# ---- event_eth_fragmenter ----
Figure 1. Metal 1 (event_eth_fragmenter).
Scale bar: 50 µm.
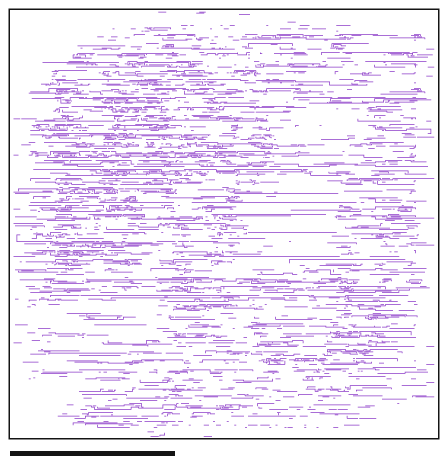

**config.mk**
```make
export PLATFORM = sky130hd
export DESIGN_NAME = event_eth_fragmenter
export DESIGN_NICKNAME = d
export VERILOG_FILES = /design/src/rtl/event_eth_fragmenter.sv
export SDC_FILE = /design/constraint.sdc
export NUM_CORES = 1
export LEC_CHECK = 0
export ABC_AREA = 0
export ABC_CLOCK_PERIOD_IN_PS = 11880
export CORE_MARGIN = 2
export CORE_UTILIZATION = 49
export CTS_BUF_LIST = sky130_fd_sc_hd__clkbuf_4
export CTS_CLUSTER_DIAMETER = 120
export CTS_CLUSTER_SIZE = 40
export DETAILED_ROUTE_END_ITERATION = 7
export GPL_ROUTABILITY_DRIVEN = 0
export PLACE_DENSITY = 0.86
export SYNTH_ARGS = -nofsm -noshare
export SYNTH_HDL_FRONTEND = slang
export SYNTH_SLANG_ARGS = --single-unit
```
**constraint.sdc**
```tcl
create_clock -name aclk -period 11.88 [get_ports aclk]
set_input_delay 2.376 -clock aclk [delete_from_list [all_inputs] [get_ports aclk]]
set_output_delay 2.376 -clock aclk [all_outputs]
set_load 0.01 [all_outputs]
```
**src/rtl/event_eth_fragmenter.sv**
```systemverilog
// event_eth_fragmenter
//  Splits each ethclk event (ctrl word + AXI4S qword payload) into fragments of at
//  most 2**FRAG_LOG2 payload qwords, each prefixed with a header qword. Checks the
//  payload length against the ctrl word and pulses trunc/ovr errors on mismatch.
//  Optional feature macro: EVENT_FRAG_TRAILER_EN appends an XOR trailer qword to
//  every fragment and moves m_tlast onto it.
//  aresetn is asynchronous and active-high despite its name.
module event_eth_fragmenter #(
  parameter int FRAG_LOG2  = 10,
  parameter     ETHCLKTYPE = "NONE"
) (
  input  logic        aclk,
  input  logic        aresetn,
  input  logic [31:0] s_ctrl_tdata,
  input  logic        s_ctrl_tvalid,
  output logic        s_ctrl_tready,
  input  logic [63:0] s_data_tdata,
  input  logic        s_data_tvalid,
  output logic        s_data_tready,
  input  logic        s_data_tlast,
  output logic [63:0] m_tdata,
  output logic        m_tvalid,
  input  logic        m_tready,
  output logic        m_tlast,
  output logic        trunc_err_o,
  output logic        ovr_err_o,
  output logic [31:0] frag_count_o
);

  localparam logic [20:0] MAXQ = 21'(1) << FRAG_LOG2;

  typedef enum logic [2:0] {S_IDLE, S_HDR, S_DATA, S_DRAIN, S_TRL} state_t;

  state_t             state, beat_next;
  logic [11:0]        tag, frag_num;
  logic [19:0]        remaining, rem_dec, ctrl_len;
  logic [FRAG_LOG2:0] frag_left, fl_dec, hdr_len;
  logic               ctrl_rdy, load_en, beat, hdr_last, frag_end;
  logic [63:0]        hdr_word;
`ifdef EVENT_FRAG_TRAILER_EN
  state_t             ret_state;
  logic [63:0]        xor_acc;
`endif

  // Clock-domain tag hook for constraint attributes; no logic attached.
  if (ETHCLKTYPE != "NONE") begin : g_clk_tagged
  end

  // Output register loads whenever it is empty or being drained this cycle.
  assign load_en       = !m_tvalid || m_tready;
  assign s_ctrl_tready = ctrl_rdy;
  assign s_data_tready = ((state == S_DATA) && load_en) || (state == S_DRAIN);
  assign beat          = (state == S_DATA) && s_data_tvalid && load_en;

  // A zero length is treated as a one-qword event.
  assign ctrl_len = (s_ctrl_tdata[19:0] == '0) ? 20'd1 : s_ctrl_tdata[19:0];

  assign hdr_last = ({1'b0, remaining} <= MAXQ);
  assign hdr_len  = hdr_last ? remaining[FRAG_LOG2:0] : MAXQ[FRAG_LOG2:0];
  assign hdr_word = {tag, frag_num, hdr_last, 7'b0, 16'b0, 16'(hdr_len)};

  assign rem_dec  = remaining - 20'd1;
  assign fl_dec   = frag_left - 1'b1;
  assign frag_end = s_data_tlast || (rem_dec == '0) || (fl_dec == '0);

  // Where the FSM goes after the current payload beat (tlast has priority).
  always_comb begin
    beat_next = S_DATA;
    if (s_data_tlast)         beat_next = S_IDLE;
    else if (rem_dec == '0)   beat_next = S_DRAIN;
    else if (fl_dec == '0)    beat_next = S_HDR;
  end

  // Fragmenter FSM, output register, error pulses and fragment counter.
  always_ff @(posedge aclk or posedge aresetn) begin
    if (aresetn) begin
      state        <= S_IDLE;
      tag          <= '0;
      frag_num     <= '0;
      remaining    <= '0;
      frag_left    <= '0;
      ctrl_rdy     <= 1'b0;
      m_tdata      <= '0;
      m_tvalid     <= 1'b0;
      m_tlast      <= 1'b0;
      trunc_err_o  <= 1'b0;
      ovr_err_o    <= 1'b0;
      frag_count_o <= '0;
`ifdef EVENT_FRAG_TRAILER_EN
      ret_state    <= S_IDLE;
      xor_acc      <= '0;
`endif
    end else begin
      trunc_err_o <= 1'b0;
      ovr_err_o   <= 1'b0;
      if (load_en) begin
        m_tvalid <= 1'b0;
        m_tlast  <= 1'b0;
      end
      if (m_tvalid && m_tready && m_tlast) frag_count_o <= frag_count_o + 32'd1;

      case (state)
        S_IDLE: begin
          if (s_ctrl_tvalid && ctrl_rdy) begin
            tag       <= s_ctrl_tdata[31:20];
            remaining <= ctrl_len;
            frag_num  <= '0;
            ctrl_rdy  <= 1'b0;
            state     <= S_HDR;
          end else begin
            ctrl_rdy  <= 1'b1;
          end
        end
        S_HDR: begin
          if (load_en) begin
            m_tdata   <= hdr_word;
            m_tvalid  <= 1'b1;
            m_tlast   <= 1'b0;
            frag_left <= hdr_len;
`ifdef EVENT_FRAG_TRAILER_EN
            xor_acc   <= '0;
`endif
            state     <= S_DATA;
          end
        end
        S_DATA: begin
          if (beat) begin
            m_tdata   <= s_data_tdata;
            m_tvalid  <= 1'b1;
            remaining <= rem_dec;
            frag_left <= fl_dec;
            if (s_data_tlast && (rem_dec != '0))  trunc_err_o <= 1'b1;
            if (!s_data_tlast && (rem_dec == '0)) ovr_err_o   <= 1'b1;
            if (!s_data_tlast && (rem_dec != '0) && (fl_dec == '0))
              frag_num <= frag_num + 12'd1;
`ifdef EVENT_FRAG_TRAILER_EN
            xor_acc   <= xor_acc ^ s_data_tdata;
            m_tlast   <= 1'b0;
            if (frag_end) begin
              ret_state <= beat_next;
              state     <= S_TRL;
            end
`else
            m_tlast   <= frag_end;
            state     <= beat_next;
            if (beat_next == S_IDLE) ctrl_rdy <= 1'b1;
`endif
          end
        end
`ifdef EVENT_FRAG_TRAILER_EN
        S_TRL: begin
          if (load_en) begin
            m_tdata  <= xor_acc;
            m_tvalid <= 1'b1;
            m_tlast  <= 1'b1;
            state    <= ret_state;
            if (ret_state == S_IDLE) ctrl_rdy <= 1'b1;
          end
        end
`endif
        S_DRAIN: begin
          // Surplus payload is swallowed until the source's tlast.
          if (s_data_tvalid && s_data_tlast) begin
            state    <= S_IDLE;
            ctrl_rdy <= 1'b1;
          end
        end
        default: state <= S_IDLE;
      endcase
    end
  end

endmodule
```
# ---- ctrl_pipe ----
$ cat src/rtl/lc3b_types.sv
// Shared LC-3b pipeline types for the control-word pipe.
//   lc3b_reg      : 3-bit architectural register index (R0..R7)
//   lc3b_control  : decoded control word carried down the pipe
//   CTRL_NOP      : the default control word produced by gen_control
//   *_DEF         : default geometry of ctrl_pipe
package lc3b_types;

    typedef logic [2:0] lc3b_reg;

    typedef struct packed {
        logic [3:0] opcode;
        logic [1:0] aluop;
        logic       regFile_load;
        logic       cc_load;
        logic       mem2_read;
        logic       mem2_write;
        logic       br_en;
    } lc3b_control;

    // gen_control's default word: opcode BR with nothing enabled.
    localparam lc3b_control CTRL_NOP = '0;

    localparam int STAGES_DEF      = 3;
    localparam int LOAD_LAT_DEF    = 1;
    localparam int FLUSH_DEPTH_DEF = 2;

endpackage

$ cat src/rtl/ctrl_hazard_unit.sv
// Load-use comparator for one pipe stage.
//   stg_valid/stg_is_load/stg_wr/stg_dest : state of the stage being checked
//   src1/src1_used/src2/src2_used         : sources of the ID instruction
//   hit                                   : ID reads a not-yet-forwardable load result
module ctrl_hazard_unit
    import lc3b_types::*;
(
    input  logic    stg_valid,
    input  logic    stg_is_load,
    input  logic    stg_wr,
    input  lc3b_reg stg_dest,
    input  lc3b_reg src1,
    input  logic    src1_used,
    input  lc3b_reg src2,
    input  logic    src2_used,
    output logic    hit
);

    // R7 (JSR/TRAP link) is compared like any other register.
    assign hit = stg_valid && stg_is_load && stg_wr &&
                 ((src1_used && (src1 == stg_dest)) ||
                  (src2_used && (src2 == stg_dest)));

endmodule

$ cat src/rtl/ctrl_pipe.sv
// Control-word pipeline with load-use interlock and flush.
//   clk, reset_n        : clock (rising) and async active-low reset
//   id_*                : decoded instruction presented by ID
//   mem_stall           : freeze every stage
//   flush               : kill the youngest FLUSH_DEPTH stages and the ID entry
//   stg_valid/ctrl/dest : per-stage state, stage 0 = EX
//   hazard_stall        : hold PC and IF/ID this cycle
//   bubble_cnt          : saturating count of hazard bubbles
module ctrl_pipe
    import lc3b_types::*;
#(
    parameter int STAGES      = STAGES_DEF,
    parameter int LOAD_LAT    = LOAD_LAT_DEF,
    parameter int FLUSH_DEPTH = FLUSH_DEPTH_DEF
) (
    input  logic                      clk,
    input  logic                      reset_n,
    input  logic                      id_valid,
    input  lc3b_control               id_ctrl,
    input  lc3b_reg                   id_dest,
    input  logic                      id_is_load,
    input  lc3b_reg                   id_src1,
    input  lc3b_reg                   id_src2,
    input  logic                      id_src1_used,
    input  logic                      id_src2_used,
    input  logic                      mem_stall,
    input  logic                      flush,
    output logic [STAGES-1:0]         stg_valid,
    output lc3b_control [STAGES-1:0]  stg_ctrl,
    output lc3b_reg [STAGES-1:0]      stg_dest,
    output logic                      hazard_stall,
    output logic [15:0]               bubble_cnt
);

    generate
        if (!(LOAD_LAT >= 1 && LOAD_LAT < STAGES &&
              FLUSH_DEPTH >= 1 && FLUSH_DEPTH <= STAGES)) begin : g_bad_params
            $error("ctrl_pipe: need 1 <= LOAD_LAT < STAGES and 1 <= FLUSH_DEPTH <= STAGES");
        end
    endgenerate

    logic [STAGES-1:0]        vld_q, vld_d;
    logic [STAGES-1:0]        load_q, load_d;
    lc3b_control [STAGES-1:0] ctrl_q, ctrl_d;
    lc3b_reg [STAGES-1:0]     dest_q, dest_d;
    logic [15:0]              cnt_q;
    logic [LOAD_LAT-1:0]      hit;

    // Only the youngest LOAD_LAT stages can hold an unforwardable load.
    generate
        for (genvar k = 0; k < LOAD_LAT; k++) begin : g_hz
            ctrl_hazard_unit u_hz (
                .stg_valid   (vld_q[k]),
                .stg_is_load (load_q[k]),
                .stg_wr      (ctrl_q[k].regFile_load),
                .stg_dest    (dest_q[k]),
                .src1        (id_src1),
                .src1_used   (id_src1_used),
                .src2        (id_src2),
                .src2_used   (id_src2_used),
                .hit         (hit[k])
            );
        end
    endgenerate

    // Evaluated even under mem_stall; a flush already removes the ID entry.
    assign hazard_stall = id_valid && !flush && (|hit);

    // Next state. Priority: mem_stall, flush, hazard, advance. Flush and
    // hazard both shift by one; they differ only in how many young stages
    // are replaced by bubbles.
    always_comb begin
        vld_d  = vld_q;
        load_d = load_q;
        ctrl_d = ctrl_q;
        dest_d = dest_q;
        if (!mem_stall) begin
            for (int k = 1; k < STAGES; k++) begin
                vld_d[k]  = vld_q[k-1];
                load_d[k] = load_q[k-1];
                ctrl_d[k] = ctrl_q[k-1];
                dest_d[k] = dest_q[k-1];
            end
            if (flush || hazard_stall || !id_valid) begin
                vld_d[0]  = 1'b0;
                load_d[0] = 1'b0;
                ctrl_d[0] = CTRL_NOP;
                dest_d[0] = '0;
            end else begin
                vld_d[0]  = 1'b1;
                load_d[0] = id_is_load;
                ctrl_d[0] = id_ctrl;
                dest_d[0] = id_dest;
            end
            if (flush) begin
                for (int k = 0; k < FLUSH_DEPTH; k++) begin
                    vld_d[k]  = 1'b0;
                    load_d[k] = 1'b0;
                    ctrl_d[k] = CTRL_NOP;
                    dest_d[k] = '0;
                end
            end
        end
    end

    always_ff @(posedge clk or negedge reset_n) begin
        if (!reset_n) begin
            vld_q  <= '0;
            load_q <= '0;
            dest_q <= '0;
            cnt_q  <= '0;
            for (int k = 0; k < STAGES; k++) ctrl_q[k] <= CTRL_NOP;
        end else begin
            vld_q  <= vld_d;
            load_q <= load_d;
            ctrl_q <= ctrl_d;
            dest_q <= dest_d;
            if (!mem_stall && hazard_stall && (cnt_q != 16'hFFFF))
                cnt_q <= cnt_q + 16'd1;
        end
    end

    // Invalid stages always present a NOP, whatever the register holds.
    always_comb begin
        stg_ctrl = '0;
        for (int k = 0; k < STAGES; k++)
            stg_ctrl[k] = vld_q[k] ? ctrl_q[k] : CTRL_NOP;
    end

    assign stg_valid  = vld_q;
    assign stg_dest   = dest_q;
    assign bubble_cnt = cnt_q;

endmodule

$ cat config.mk
export PLATFORM = sky130hd
export DESIGN_NAME = ctrl_pipe
export DESIGN_NICKNAME = d
export VERILOG_FILES = /design/src/rtl/lc3b_types.sv /design/src/rtl/ctrl_hazard_unit.sv /design/src/rtl/ctrl_pipe.sv
export SDC_FILE = /design/constraint.sdc
export NUM_CORES = 1
export LEC_CHECK = 0
export CORE_AREA = 2 2 74 104
export CTS_CLUSTER_DIAMETER = 150
export DETAILED_ROUTE_END_ITERATION = 7
export DIE_AREA = 0 0 76 106
export PLACE_DENSITY = 0.82
export SYNTH_ARGS = -nofsm -noshare
export SYNTH_HDL_FRONTEND = slang
export SYNTH_SLANG_ARGS = --single-unit
$ cat constraint.sdc
create_clock -name clk -period 1.8 [get_ports clk]
set_input_delay 0.36 -clock clk [delete_from_list [all_inputs] [get_ports clk]]
set_output_delay 0.36 -clock clk [all_outputs]
set_load 0.02 [all_outputs]
# ---- fifo_sync_core ----
==> config.mk <==
export PLATFORM = sky130hd
export DESIGN_NAME = fifo_sync_core
export DESIGN_NICKNAME = d
export VERILOG_FILES = /design/src/rtl/fifo_sync_core.sv
export SDC_FILE = /design/constraint.sdc
export NUM_CORES = 1
export LEC_CHECK = 0
export CAP_MARGIN = 20
export CORE_MARGIN = 1.5
export CORE_UTILIZATION = 50
export DETAILED_ROUTE_END_ITERATION = 16
export PLACE_DENSITY_LB_ADDON = 0.05
export SYNTH_ARGS = -nofsm -noshare
export SYNTH_HDL_FRONTEND = slang
export SYNTH_SLANG_ARGS = --single-unit
==> constraint.sdc <==
create_clock -name clk -period 7.9 [get_ports clk]
set_input_delay 1.185 -clock clk [delete_from_list [all_inputs] [get_ports clk]]
set_output_delay 1.185 -clock clk [all_outputs]
set_load 0.02 [all_outputs]
==> src/rtl/fifo_sync_core.sv <==
// fifo_sync_core: single-clock FIFO with registered read data and level/threshold status.
// Define FIFO_ERR_FLAGS_EN to add the sticky overflow/underflow outputs.
module fifo_sync_core #(
  parameter int DATA_WIDTH = 8,
  parameter int MEM_DEPTH  = 16,
  parameter int AF_LEVEL   = 14,
  parameter int AE_LEVEL   = 2
) (
  input  logic                       clk,
  input  logic                       rst_n,
  input  logic                       wr_en,
  input  logic [DATA_WIDTH-1:0]      din,
  input  logic                       rd_en,
  output logic [DATA_WIDTH-1:0]      dout,
  output logic                       full,
  output logic                       empty,
  output logic [$clog2(MEM_DEPTH):0] level,
  output logic                       almost_full,
  output logic                       almost_empty
`ifdef FIFO_ERR_FLAGS_EN
  ,
  output logic                       overflow,
  output logic                       underflow
`endif
);

  localparam int AW = $clog2(MEM_DEPTH);
  localparam logic [AW:0] AfLevel = AF_LEVEL[AW:0];
  localparam logic [AW:0] AeLevel = AE_LEVEL[AW:0];

  logic [DATA_WIDTH-1:0] mem [MEM_DEPTH];

  logic [AW:0]           wrPtr_q, wrPtr_d;
  logic [AW:0]           rdPtr_q, rdPtr_d;
  logic [DATA_WIDTH-1:0] dout_q, dout_d;
  logic [AW-1:0]         wrAddr;
  logic [AW-1:0]         rdAddr;
  logic                  wrAccept;
  logic                  rdAccept;

  assign wrAddr = wrPtr_q[AW-1:0];
  assign rdAddr = rdPtr_q[AW-1:0];

  // The extra pointer MSB tells a full buffer apart from an empty one.
  assign empty = (wrPtr_q == rdPtr_q);
  assign full  = (wrAddr == rdAddr) && (wrPtr_q[AW] != rdPtr_q[AW]);
  assign level = wrPtr_q - rdPtr_q;

  assign almost_full  = (level >= AfLevel);
  assign almost_empty = (level <= AeLevel);

  assign wrAccept = wr_en && !full;
  assign rdAccept = rd_en && !empty;

  always_comb begin
    wrPtr_d = wrPtr_q + {{AW{1'b0}}, wrAccept};
    rdPtr_d = rdPtr_q + {{AW{1'b0}}, rdAccept};
    dout_d  = rdAccept ? mem[rdAddr] : dout_q;
  end

  always_ff @(posedge clk) begin
    if (wrAccept) begin
      mem[wrAddr] <= din;
    end
  end

  always_ff @(posedge clk or negedge rst_n) begin
    if (!rst_n) begin
      wrPtr_q <= '0;
      rdPtr_q <= '0;
      dout_q  <= '0;
    end else begin
      wrPtr_q <= wrPtr_d;
      rdPtr_q <= rdPtr_d;
      dout_q  <= dout_d;
    end
  end

  assign dout = dout_q;

`ifdef FIFO_ERR_FLAGS_EN
  logic overflow_q, overflow_d;
  logic underflow_q, underflow_d;

  always_comb begin
    overflow_d  = overflow_q || (wr_en && full);
    underflow_d = underflow_q || (rd_en && empty);
  end

  always_ff @(posedge clk or negedge rst_n) begin
    if (!rst_n) begin
      overflow_q  <= 1'b0;
      underflow_q <= 1'b0;
    end else begin
      overflow_q  <= overflow_d;
      underflow_q <= underflow_d;
    end
  end

  assign overflow  = overflow_q;
  assign underflow = underflow_q;
`endif

endmodule

# ---- seven_segment_mux_driver_flat ----
==> src/rtl/seven_segment_mux_driver_pkg.sv <==
// rtl/seven_segment_mux_driver_pkg.sv - seven-segment types, constants and hex glyph table
package seg7_pkg;

    typedef logic [6:0] seg_t;

    localparam seg_t SEG_BLANK  = 7'h7F;
    localparam int   MAX_DIGITS = 8;

    // Segments a..g on bits 6..0, active low (common-anode display).
    function automatic seg_t hex_to_seg_n(input logic [3:0] nibble);
        seg_t s;
        case (nibble)
            4'h0:    s = 7'b0000001;
            4'h1:    s = 7'b1001111;
            4'h2:    s = 7'b0010010;
            4'h3:    s = 7'b0000110;
            4'h4:    s = 7'b1001100;
            4'h5:    s = 7'b0100100;
            4'h6:    s = 7'b0100000;
            4'h7:    s = 7'b0001111;
            4'h8:    s = 7'b0000000;
            4'h9:    s = 7'b0000100;
            4'hA:    s = 7'b0001000;
            4'hB:    s = 7'b1100000;
            4'hC:    s = 7'b0110001;
            4'hD:    s = 7'b1000010;
            4'hE:    s = 7'b0110000;
            default: s = 7'b0111000;
        endcase
        return s;
    endfunction

endpackage

==> src/rtl/seven_segment_mux_driver_if.sv <==
// rtl/seven_segment_mux_driver_if.sv - value/strobe inputs and display pin outputs of the mux driver
interface seven_segment_mux_driver_if #(
    parameter int NUM_DIGITS = 4
);
    logic                    en;
    logic                    load;
    logic [4*NUM_DIGITS-1:0] value;
    logic [NUM_DIGITS-1:0]   dp;
    logic [NUM_DIGITS-1:0]   blank;
    logic [6:0]              seg_n;
    logic                    dp_n;
    logic [NUM_DIGITS-1:0]   an_n;
    logic                    frame_done;

    modport master (
        output en, load, value, dp, blank,
        input  seg_n, dp_n, an_n, frame_done
    );

    modport slave (
        input  en, load, value, dp, blank,
        output seg_n, dp_n, an_n, frame_done
    );
endinterface

==> src/rtl/seven_segment_mux_driver_hex_decode.sv <==
// rtl/seven_segment_mux_driver_hex_decode.sv - combinational nibble to active-low segment decoder
module seg7_hex_decode
    import seg7_pkg::*;
(
    input  logic [3:0] nibble_i,
    output seg_t       seg_n_o
);

    assign seg_n_o = hex_to_seg_n(nibble_i);

endmodule

==> src/rtl/seven_segment_mux_driver.sv <==
// rtl/seven_segment_mux_driver.sv - multiplexed common-anode hex display driver with frame-synchronous update
module seven_segment_mux_driver
    import seg7_pkg::*;
#(
    parameter int NUM_DIGITS  = 4,
    parameter int REFRESH_DIV = 50000,
    parameter int DEADTIME    = 16,
    parameter int LZ_BLANK    = 0
) (
    input  logic                       clk,
    input  logic                       reset_n,
    seven_segment_mux_driver_if.slave  bus
);

    localparam int IDX_W = (NUM_DIGITS > 1) ? $clog2(NUM_DIGITS) : 1;
    localparam int CNT_W = $clog2(REFRESH_DIV);
    localparam int VAL_W = 4 * NUM_DIGITS;

    logic [CNT_W-1:0]      cnt_q, cnt_d;
    logic [IDX_W-1:0]      idx_q, idx_d;
    logic                  tc, wrap;

    logic [VAL_W-1:0]      pend_val_q, pend_val_d;
    logic [NUM_DIGITS-1:0] pend_dp_q, pend_dp_d;
    logic [NUM_DIGITS-1:0] pend_blank_q, pend_blank_d;
    logic                  pend_valid_q, pend_valid_d;

    logic [VAL_W-1:0]      disp_val_q, disp_val_d;
    logic [NUM_DIGITS-1:0] disp_dp_q, disp_dp_d;
    logic [NUM_DIGITS-1:0] disp_blank_q, disp_blank_d;

    logic [NUM_DIGITS-1:0] lz_mask, dark;
    logic [3:0]            sel_nib;
    logic                  sel_dark, sel_dp;
    seg_t                  dec_seg;

    seg_t                  seg_q, seg_d;
    logic                  dp_n_q, dp_n_d;
    logic [NUM_DIGITS-1:0] an_q, an_d;
    logic                  fd_q, fd_d;

    // Scan position: counter within a digit slot, index of the slot.
    always_comb begin
        tc    = (cnt_q == CNT_W'(REFRESH_DIV - 1));
        wrap  = bus.en && tc && (idx_q == IDX_W'(NUM_DIGITS - 1));
        cnt_d = '0;
        idx_d = '0;
        if (bus.en) begin
            cnt_d = tc ? '0 : cnt_q + CNT_W'(1);
            idx_d = idx_q;
            if (tc) begin
                idx_d = (idx_q == IDX_W'(NUM_DIGITS - 1)) ? '0 : idx_q + IDX_W'(1);
            end
        end
    end

    // A load landing on the wrap edge goes straight to display; otherwise
    // display only ever changes at a frame boundary.
    always_comb begin
        pend_val_d   = pend_val_q;
        pend_dp_d    = pend_dp_q;
        pend_blank_d = pend_blank_q;
        pend_valid_d = pend_valid_q;
        disp_val_d   = disp_val_q;
        disp_dp_d    = disp_dp_q;
        disp_blank_d = disp_blank_q;
        if (bus.load && wrap) begin
            disp_val_d   = bus.value;
            disp_dp_d    = bus.dp;
            disp_blank_d = bus.blank;
            pend_valid_d = 1'b0;
        end else begin
            if (wrap && pend_valid_q) begin
                disp_val_d   = pend_val_q;
                disp_dp_d    = pend_dp_q;
                disp_blank_d = pend_blank_q;
                pend_valid_d = 1'b0;
            end
            if (bus.load) begin
                pend_val_d   = bus.value;
                pend_dp_d    = bus.dp;
                pend_blank_d = bus.blank;
                pend_valid_d = 1'b1;
            end
        end
    end

    // Leading-zero mask, scanned from the most significant digit down; digit 0 is never masked.
    always_comb begin
        logic higher_zero;
        logic nib_zero;
        higher_zero = 1'b1;
        lz_mask     = '0;
        for (int i = NUM_DIGITS - 1; i >= 0; i--) begin
            nib_zero    = (disp_val_q[i*4 +: 4] == 4'h0);
            lz_mask[i]  = (i > 0) && nib_zero && higher_zero;
            higher_zero = higher_zero && nib_zero;
        end
        dark = disp_blank_q | ((LZ_BLANK != 0) ? lz_mask : '0);
    end

    always_comb begin
        sel_nib  = 4'h0;
        sel_dark = 1'b1;
        sel_dp   = 1'b0;
        for (int i = 0; i < NUM_DIGITS; i++) begin
            if (idx_q == IDX_W'(i)) begin
                sel_nib  = disp_val_q[i*4 +: 4];
                sel_dark = dark[i];
                sel_dp   = disp_dp_q[i];
            end
        end
    end

    seg7_hex_decode u_hex_decode (
        .nibble_i (sel_nib),
        .seg_n_o  (dec_seg)
    );

    // Segments and anode come from the same registered slot, so they switch together.
    always_comb begin
        seg_d  = SEG_BLANK;
        dp_n_d = 1'b1;
        an_d   = '1;
        fd_d   = 1'b0;
        if (bus.en) begin
            fd_d   = wrap;
            seg_d  = sel_dark ? SEG_BLANK : dec_seg;
            dp_n_d = sel_dark || !sel_dp;
            if (cnt_q >= CNT_W'(DEADTIME)) begin
                for (int i = 0; i < NUM_DIGITS; i++) begin
                    if (idx_q == IDX_W'(i)) begin
                        an_d[i] = 1'b0;
                    end
                end
            end
        end
    end

    always_ff @(posedge clk or negedge reset_n) begin
        if (!reset_n) begin
            cnt_q        <= '0;
            idx_q        <= '0;
            pend_val_q   <= '0;
            pend_dp_q    <= '0;
            pend_blank_q <= '0;
            pend_valid_q <= 1'b0;
            disp_val_q   <= '0;
            disp_dp_q    <= '0;
            disp_blank_q <= '0;
            seg_q        <= SEG_BLANK;
            dp_n_q       <= 1'b1;
            an_q         <= '1;
            fd_q         <= 1'b0;
        end else begin
            cnt_q        <= cnt_d;
            idx_q        <= idx_d;
            pend_val_q   <= pend_val_d;
            pend_dp_q    <= pend_dp_d;
            pend_blank_q <= pend_blank_d;
            pend_valid_q <= pend_valid_d;
            disp_val_q   <= disp_val_d;
            disp_dp_q    <= disp_dp_d;
            disp_blank_q <= disp_blank_d;
            seg_q        <= seg_d;
            dp_n_q       <= dp_n_d;
            an_q         <= an_d;
            fd_q         <= fd_d;
        end
    end

    assign bus.seg_n      = seg_q;
    assign bus.dp_n       = dp_n_q;
    assign bus.an_n       = an_q;
    assign bus.frame_done = fd_q;

endmodule

==> src/flat_wrapper.sv <==
// flat-port wrapper written by rule: the top's interface ports become plain ports
module seven_segment_mux_driver_flat import seg7_pkg::*;
#(
    parameter int NUM_DIGITS  = 4,
    parameter int REFRESH_DIV = 50000,
    parameter int DEADTIME    = 16,
    parameter int LZ_BLANK    = 0
)
  (clk, reset_n, bus_en, bus_load, bus_value, bus_dp, bus_blank, bus_seg_n, bus_dp_n, bus_an_n, bus_frame_done);
  seven_segment_mux_driver_if #(.NUM_DIGITS(NUM_DIGITS)) bus_i ();
  input  logic clk;
  input  logic reset_n;
  input wire logic [$bits(bus_i.en)-1:0] bus_en;
  input wire logic [$bits(bus_i.load)-1:0] bus_load;
  input wire logic [$bits(bus_i.value)-1:0] bus_value;
  input wire logic [$bits(bus_i.dp)-1:0] bus_dp;
  input wire logic [$bits(bus_i.blank)-1:0] bus_blank;
  output wire logic [$bits(bus_i.seg_n)-1:0] bus_seg_n;
  output wire logic [$bits(bus_i.dp_n)-1:0] bus_dp_n;
  output wire logic [$bits(bus_i.an_n)-1:0] bus_an_n;
  output wire logic [$bits(bus_i.frame_done)-1:0] bus_frame_done;
  assign bus_i.en = bus_en;
  assign bus_i.load = bus_load;
  assign bus_i.value = bus_value;
  assign bus_i.dp = bus_dp;
  assign bus_i.blank = bus_blank;
  assign bus_seg_n = bus_i.seg_n;
  assign bus_dp_n = bus_i.dp_n;
  assign bus_an_n = bus_i.an_n;
  assign bus_frame_done = bus_i.frame_done;
  seven_segment_mux_driver #(.NUM_DIGITS(NUM_DIGITS), .REFRESH_DIV(REFRESH_DIV), .DEADTIME(DEADTIME), .LZ_BLANK(LZ_BLANK)) u_core (.clk(clk), .reset_n(reset_n), .bus(bus_i));
endmodule
==> config.mk <==
export PLATFORM = sky130hd
export DESIGN_NAME = seven_segment_mux_driver_flat
export DESIGN_NICKNAME = d
export VERILOG_FILES = /design/src/rtl/seven_segment_mux_driver_pkg.sv /design/src/rtl/seven_segment_mux_driver_if.sv /design/src/rtl/seven_segment_mux_driver_hex_decode.sv /design/src/rtl/seven_segment_mux_driver.sv /design/src/flat_wrapper.sv
export SDC_FILE = /design/constraint.sdc
export NUM_CORES = 1
export LEC_CHECK = 0
export ABC_AREA = 1
export CORE_UTILIZATION = 55
export DETAILED_ROUTE_END_ITERATION = 8
export PLACE_DENSITY_LB_ADDON = 0.05
export SLEW_MARGIN = 30
export SYNTH_ARGS = -nofsm -noshare
export SYNTH_HDL_FRONTEND = slang
export SYNTH_SLANG_ARGS = --single-unit
==> constraint.sdc <==
create_clock -name clk -period 3.1 [get_ports clk]
set_input_delay 0.31 -clock clk [delete_from_list [all_inputs] [get_ports clk]]
set_output_delay 0.31 -clock clk [all_outputs]
set_load 0.02 [all_outputs]
Figure 2. Metal 3 (event_eth_fragmenter).
Scale bar: 50 µm. Cells faint in the background.
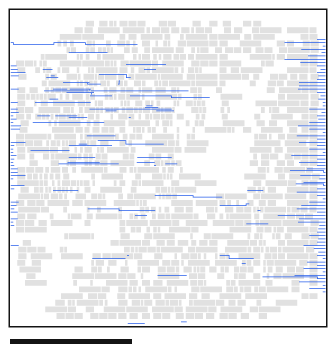
wire length on this layer: 1250 µm
main direction: horizontal

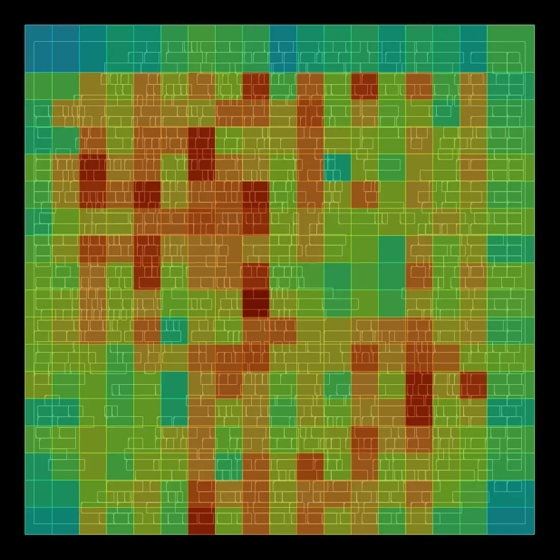
Figure 3: event_eth_fragmenter, congestion heat map.
utilization after layout: 0.6613
met1 track demand over resource in global routing: 0.3306
met2 Use GR: 0.3759
all-layer global routing usage: 0.2361
GR met3 Demand/Resource: 0.05037

## Picture notes: Figure 1
longest straight run: 53.8 µm
share of all routed wire: 45%
main direction: horizontal
wire length on this layer: 8720 µm
nets with wire on the layer: 910

==> flow_summary.json, event_eth_fragmenter <==
{
  "drt_iter0_markers": 431,
  "layout_top_cell": "sky130_fd_sc_hd__clkdlybuf4s50_1",
  "worst_setup_path_endpoint": "s_data_tready",
  "setup.worst_path.end_class": "primary output",
  "reg2reg_depth": 10,
  "required_ns": 9.50,
  "total_power_uw": 2143,
  "timing.final.crit_period_ns": 6.081,
  "netSwitchingPower_uw": 862.6,
  "clkCellAreaFrac": 0.02356,
  "cts-root-to-sink-buffers": 2,
  "power.switching_fraction": 0.4025,
  "comb_area_um2": 3490,
  "power.density_nw_per_um2": 212.4,
  "layout.filler_cells": 1186,
  "comb_power_share": 0.458,
  "clock_buffer_count": 18,
  "status": "completed",
  "worstSetupStartpoint": "m_tready",
  "routed_wl_mm": 19.23,
  "synthSimpleGateAreaFrac": 0.1670,
  "reg2reg_to": "remaining[12]",
  "grt_pass1_vias": 6175,
  "coreArea_um2": 15260,
  "post-route-drc-count": 0,
  "hold-path-cell-count": 2,
  "ys.flop_type": "sky130_fd_sc_hd__dfrtp_1",
  "io-pin-count": 204,
  "yosys.cell_types.count": 61,
  "worst-path-buf-inv": 2,
  "chipArea_um2": 16730,
  "cell_area_after_placement_um2": 9853,
  "netlist_logic_family_top": "AND-OR/OR-AND gates",
  "yosys-mux-area-fraction": 0.05154,
  "met3_wirelength_mm": 1.250,
  "pwr-share-clk": 0.133,
  "final_setup_violation_count": 0,
  "layout.sequential_cells": 158,
  "startpoint_class_of_the_critical_path": "input port",
  "skew_ns": 0.01670,
  "seq_area_frac": 0.3918,
  "post_synth.cell_area_avg_um2": 10.09,
  "worst_setup_hold_path_clk_slew_ns": 0.12,
  "netlist_area_um2": 7696,
  "wl_met2_mm": 9.053
}
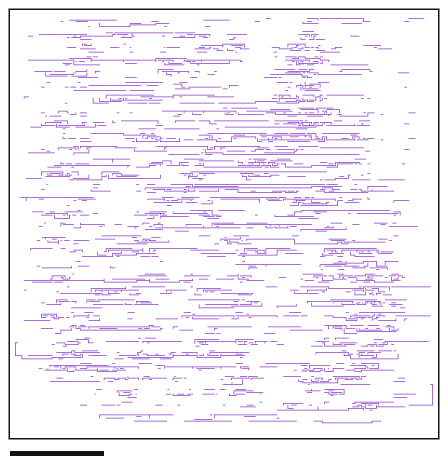
Figure 4: seven_segment_mux_driver_flat, metal 1.
Scale bar: 20 µm.
share of all routed wire: 46%
longest straight run: 35.4 µm
main direction: horizontal
wire length on this layer: 3830 µm

==> flow_summary.json, seven_segment_mux_driver_flat <==
{
  "final_cell_area_um2": 5046,
  "startpoint_class_of_the_critical_path": "flip-flop",
  "io-pin-count": 41,
  "reg2reg_setup_slack_ns": 0.81,
  "critical_path.slowest_cell": "sky130_fd_sc_hd__dfrtp_1",
  "postSynthCellCount": 548,
  "synthSimpleGateAreaFrac": 0.3252,
  "grt_pass1_vias": 3428,
  "layout.cells.most_common_list": "181 x sky130_fd_sc_hd__nand2_1, 79 x sky130_fd_sc_hd__inv_1, 68 x sky130_fd_sc_hd__dfrtp_1",
  "root_buffer": "sky130_fd_sc_hd__clkbuf_8",
  "synth-adder-area-share": 0.03441,
  "place.detailed.instances": 677,
  "finalCoreUtilization": 0.6564,
  "tritoncts.num_buffers": 9,
  "post_synth.cell_area_avg_um2": 7.962,
  "viasPerCell": 4.990,
  "timing.final.crit_period_ns": 2.289,
  "ant_nets": 0,
  "ys.flop_type": "sky130_fd_sc_hd__dfrtp_1",
  "io_buffer_count": 40,
  "met1_track_demand_over_resource_in_global_routing": 0.2903,
  "postCtsSetupBuffers": 0,
  "yosys.cell_count.top_type": "sky130_fd_sc_hd__nand2_1",
  "grtUsageMet3": 0.02931,
  "top_cells_by_count": "181 x sky130_fd_sc_hd__nand2_1, 79 x sky130_fd_sc_hd__inv_1, 68 x sky130_fd_sc_hd__dfrtp_1",
  "status": "completed",
  "post_cts_resized": 0,
  "yosys-top-cells-area": "sky130_fd_sc_hd__dfrtp_1 39%, sky130_fd_sc_hd__nand2_1 16%, sky130_fd_sc_hd__dfstp_2 7.2%, sky130_fd_sc_hd__inv_1 6.8%, sky130_fd_sc_hd__nand3_1 4.7%",
  "overflow": 0,
  "largest_stage_delay_on_the_critical_path_ns": 0.40,
  "non_clock_buffer_count": 44,
  "r2r-start": "u_core.idx_q[1]",
  "synth-edff-count": 0,
  "cell_area_after_placement_um2": 4822,
  "netlist_area_um2": 4363,
  "synth_largest_type_area_fraction": 0.3900
}
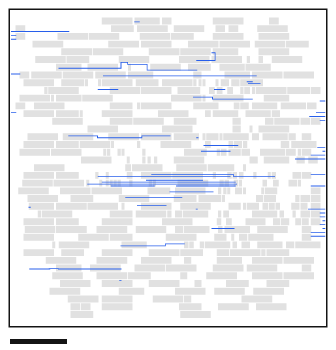
Figure 5: fifo_sync_core, metal 3.
Scale bar: 20 µm. Cells faint in the background.
longest straight run: 53.8 µm
wire length on this layer: 660 µm

==> flow_summary.json, fifo_sync_core <==
{
  "groute.usage.overall": 0.2032,
  "largest_stage_delay_on_the_critical_path_ns": 0.64,
  "post-route-drc-count": 0,
  "final_cell_area_um2": 6864,
  "ys_async_sr_fraction": 0.1233,
  "root_buffer": "sky130_fd_sc_hd__clkbuf_16",
  "hold-path-cell-count": 1,
  "fp.dieW_um": 111.3,
  "largest_net_degree_at_the_start_of_global_routing": 34,
  "area_share_of_and_or_or_and_cells_after_synthesis": 0.03137,
  "warnings": 26,
  "non_clock_buffer_count": 35,
  "post-synth-top-area-cell": "sky130_fd_sc_hd__edfxtp_1",
  "sh_comb_area": 0.2082,
  "status": "completed",
  "nets": 378,
  "holdCritStartpoint": "dout[7]",
  "coreArea_um2": 11420,
  "yosys-stat-area_um2": 5863,
  "postLayoutSetupSlackWorst_ns": 3.591,
  "critical_path.max_fanout": 12,
  "reg2reg_to": "mem[1][6]",
  "synth.cellmix.xorXnorShare": 0.01494,
  "clk_latency_ns": 0.41,
  "met1_track_demand_over_resource_in_global_routing": 0.2776,
  "layout.filler_cells": 868,
  "firstDrtPassIters": 7,
  "top_cells_by_count": "128 x sky130_fd_sc_hd__edfxtp_1, 33 x sky130_fd_sc_hd__nand2_1, 32 x sky130_fd_sc_hd__mux4_2",
  "final_setup_violation_count": 0,
  "yosys-mux-area-fraction": 0.1229,
  "drt_iter0_markers": 177,
  "grtUsageMet3": 0.06944,
  "detailroute.via_count": 2881,
  "power.density_nw_per_um2": 418.8,
  "synthesis.nets": 338,
  "finalCoreUtilization": 0.6011,
  "largest-register": "mem",
  "postSynthCellCount": 317,
  "seq_area_frac": 0.6258
}
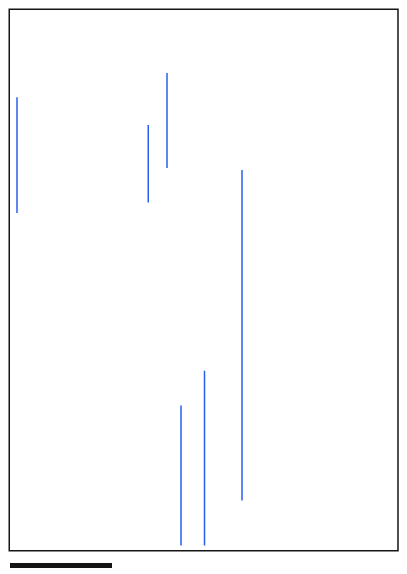
Figure 6: ctrl_pipe, the metal 4 layer.
Scale bar: 20 µm.
share of all routed wire: 2.7%
wire length on this layer: 182 µm

==> flow_summary.json, ctrl_pipe <==
{
  "status": "finished, violations left",
  "violations": "hold timing, setup timing",
  "yosys.cell_types.count": 32,
  "postLayoutSetupSlackWorst_ns": -0.1975,
  "power.switching_fraction": 0.2394,
  "initial_utilization": 0.4016,
  "cts_hold_buffers": 0,
  "area_share_of_and_or_or_and_cells_after_synthesis": 0.09162,
  "hold_ws_ns": -0.0005285,
  "critical_path.slowest_cell": "sky130_fd_sc_hd__dfrtp_1",
  "reg2reg_setup_slack_ns": -0.07,
  "clock_sinks": 62,
  "yosys-top-cells-area": "sky130_fd_sc_hd__dfrtp_1 54%, sky130_fd_sc_hd__and2_1 7.2%, sky130_fd_sc_hd__mux2_2 6.3%, sky130_fd_sc_hd__a22o_1 4.9%, sky130_fd_sc_hd__xnor2_1 4.9%",
  "grt_setup_unrepaired": "yes",
  "root_buffer": "sky130_fd_sc_hd__clkbuf_8",
  "vdd_drop_max_mv": 0.4502,
  "final_setup_violation_count": 3,
  "worstSetupStartpoint": "stg_dest[0]",
  "m1WireLength_mm": 2.617,
  "report.final.hold_viol_count": 1
}


## Gallery

Metal 2.
(a)
Scale bar: 50 µm. Cells faint in the background.
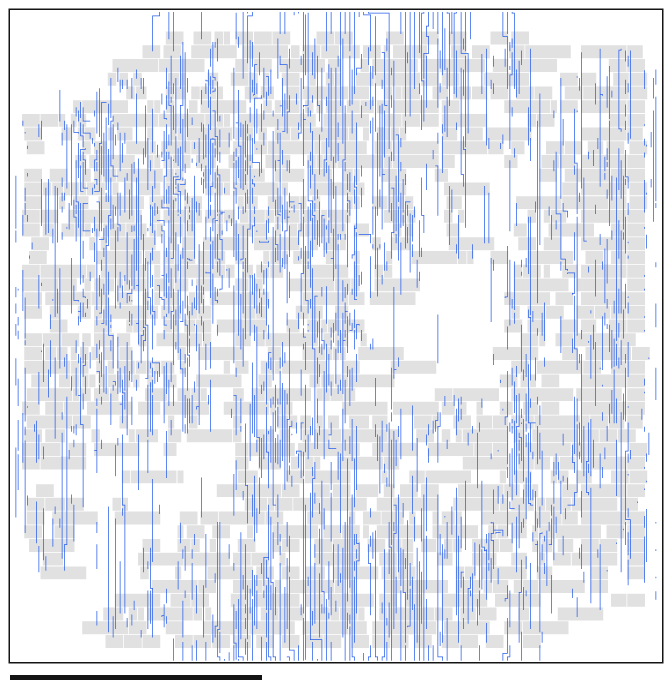
(b)
Scale bar: 20 µm. Cells faint in the background.
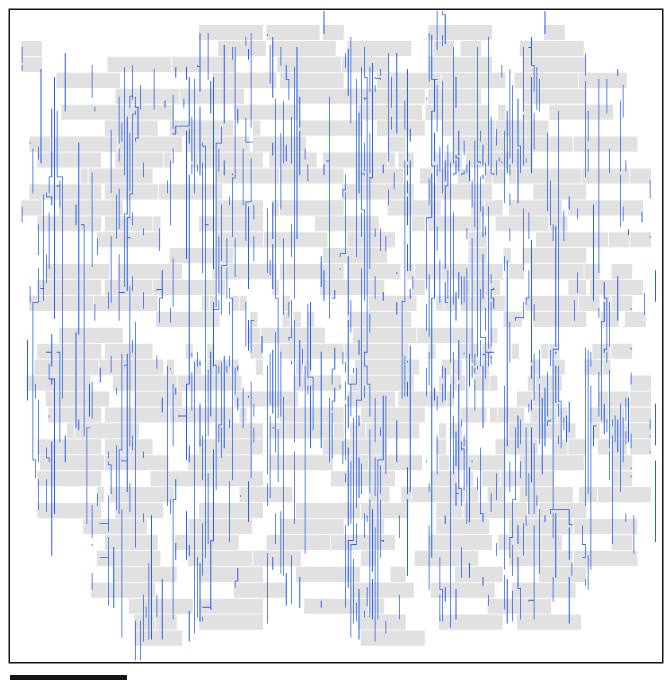
(c)
Scale bar: 20 µm. Cells faint in the background.
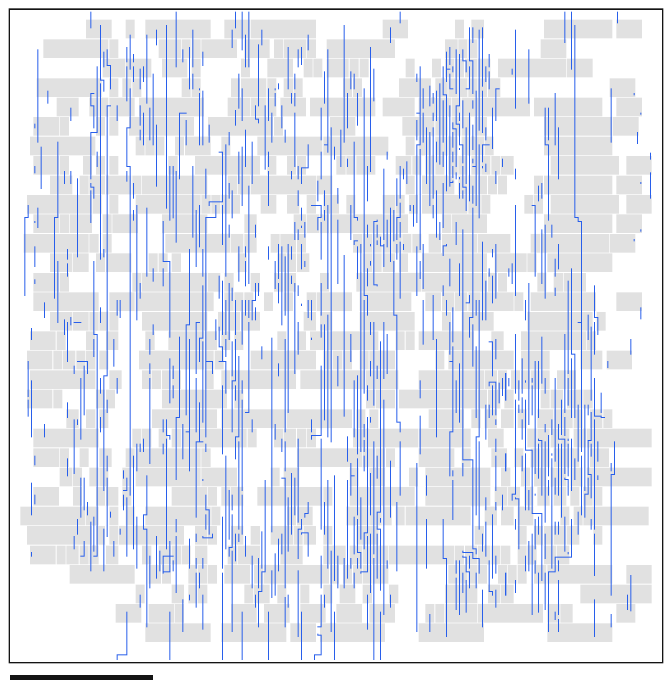
(d)
Scale bar: 20 µm. Cells faint in the background.
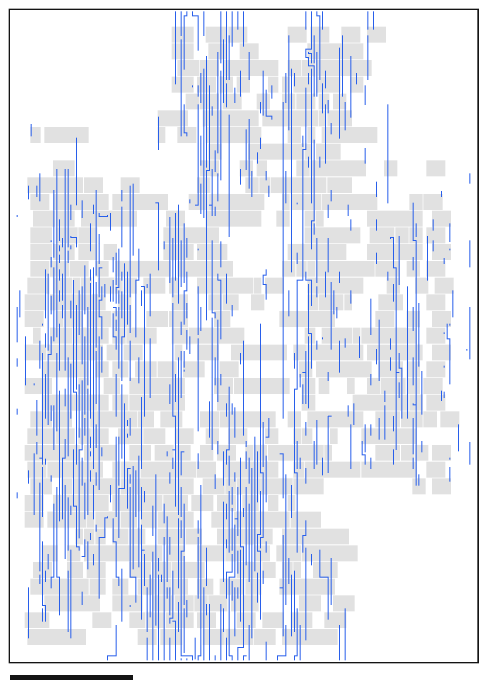
(c): seven_segment_mux_driver_flat
(b): fifo_sync_core
(d): ctrl_pipe
(a): event_eth_fragmenter
Of these, largest die: (a)


==> gallery <==
Congestion heat map.
shot_01.png
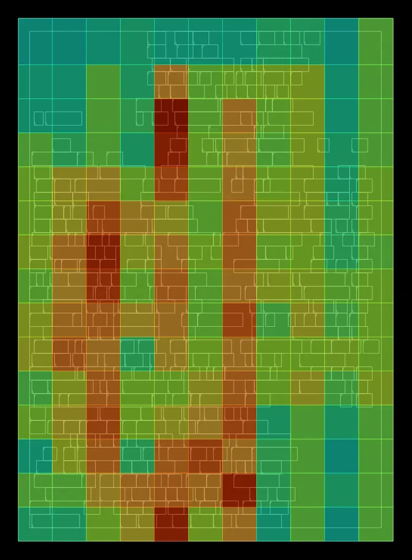
shot_02.png
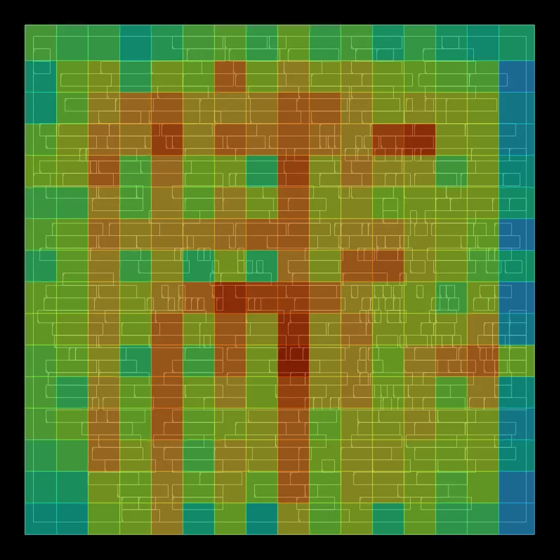
shot_03.png
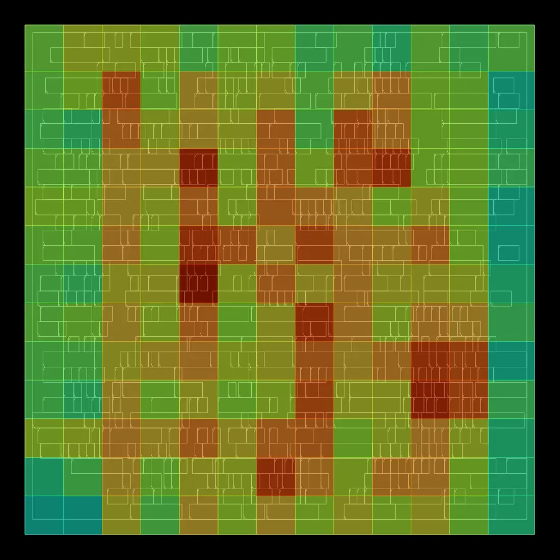
shot_02.png comes from fifo_sync_core.
shot_01.png comes from ctrl_pipe.
shot_03.png comes from seven_segment_mux_driver_flat.

Power figures rest on the tool's default switching activity, not on a simulated workload.
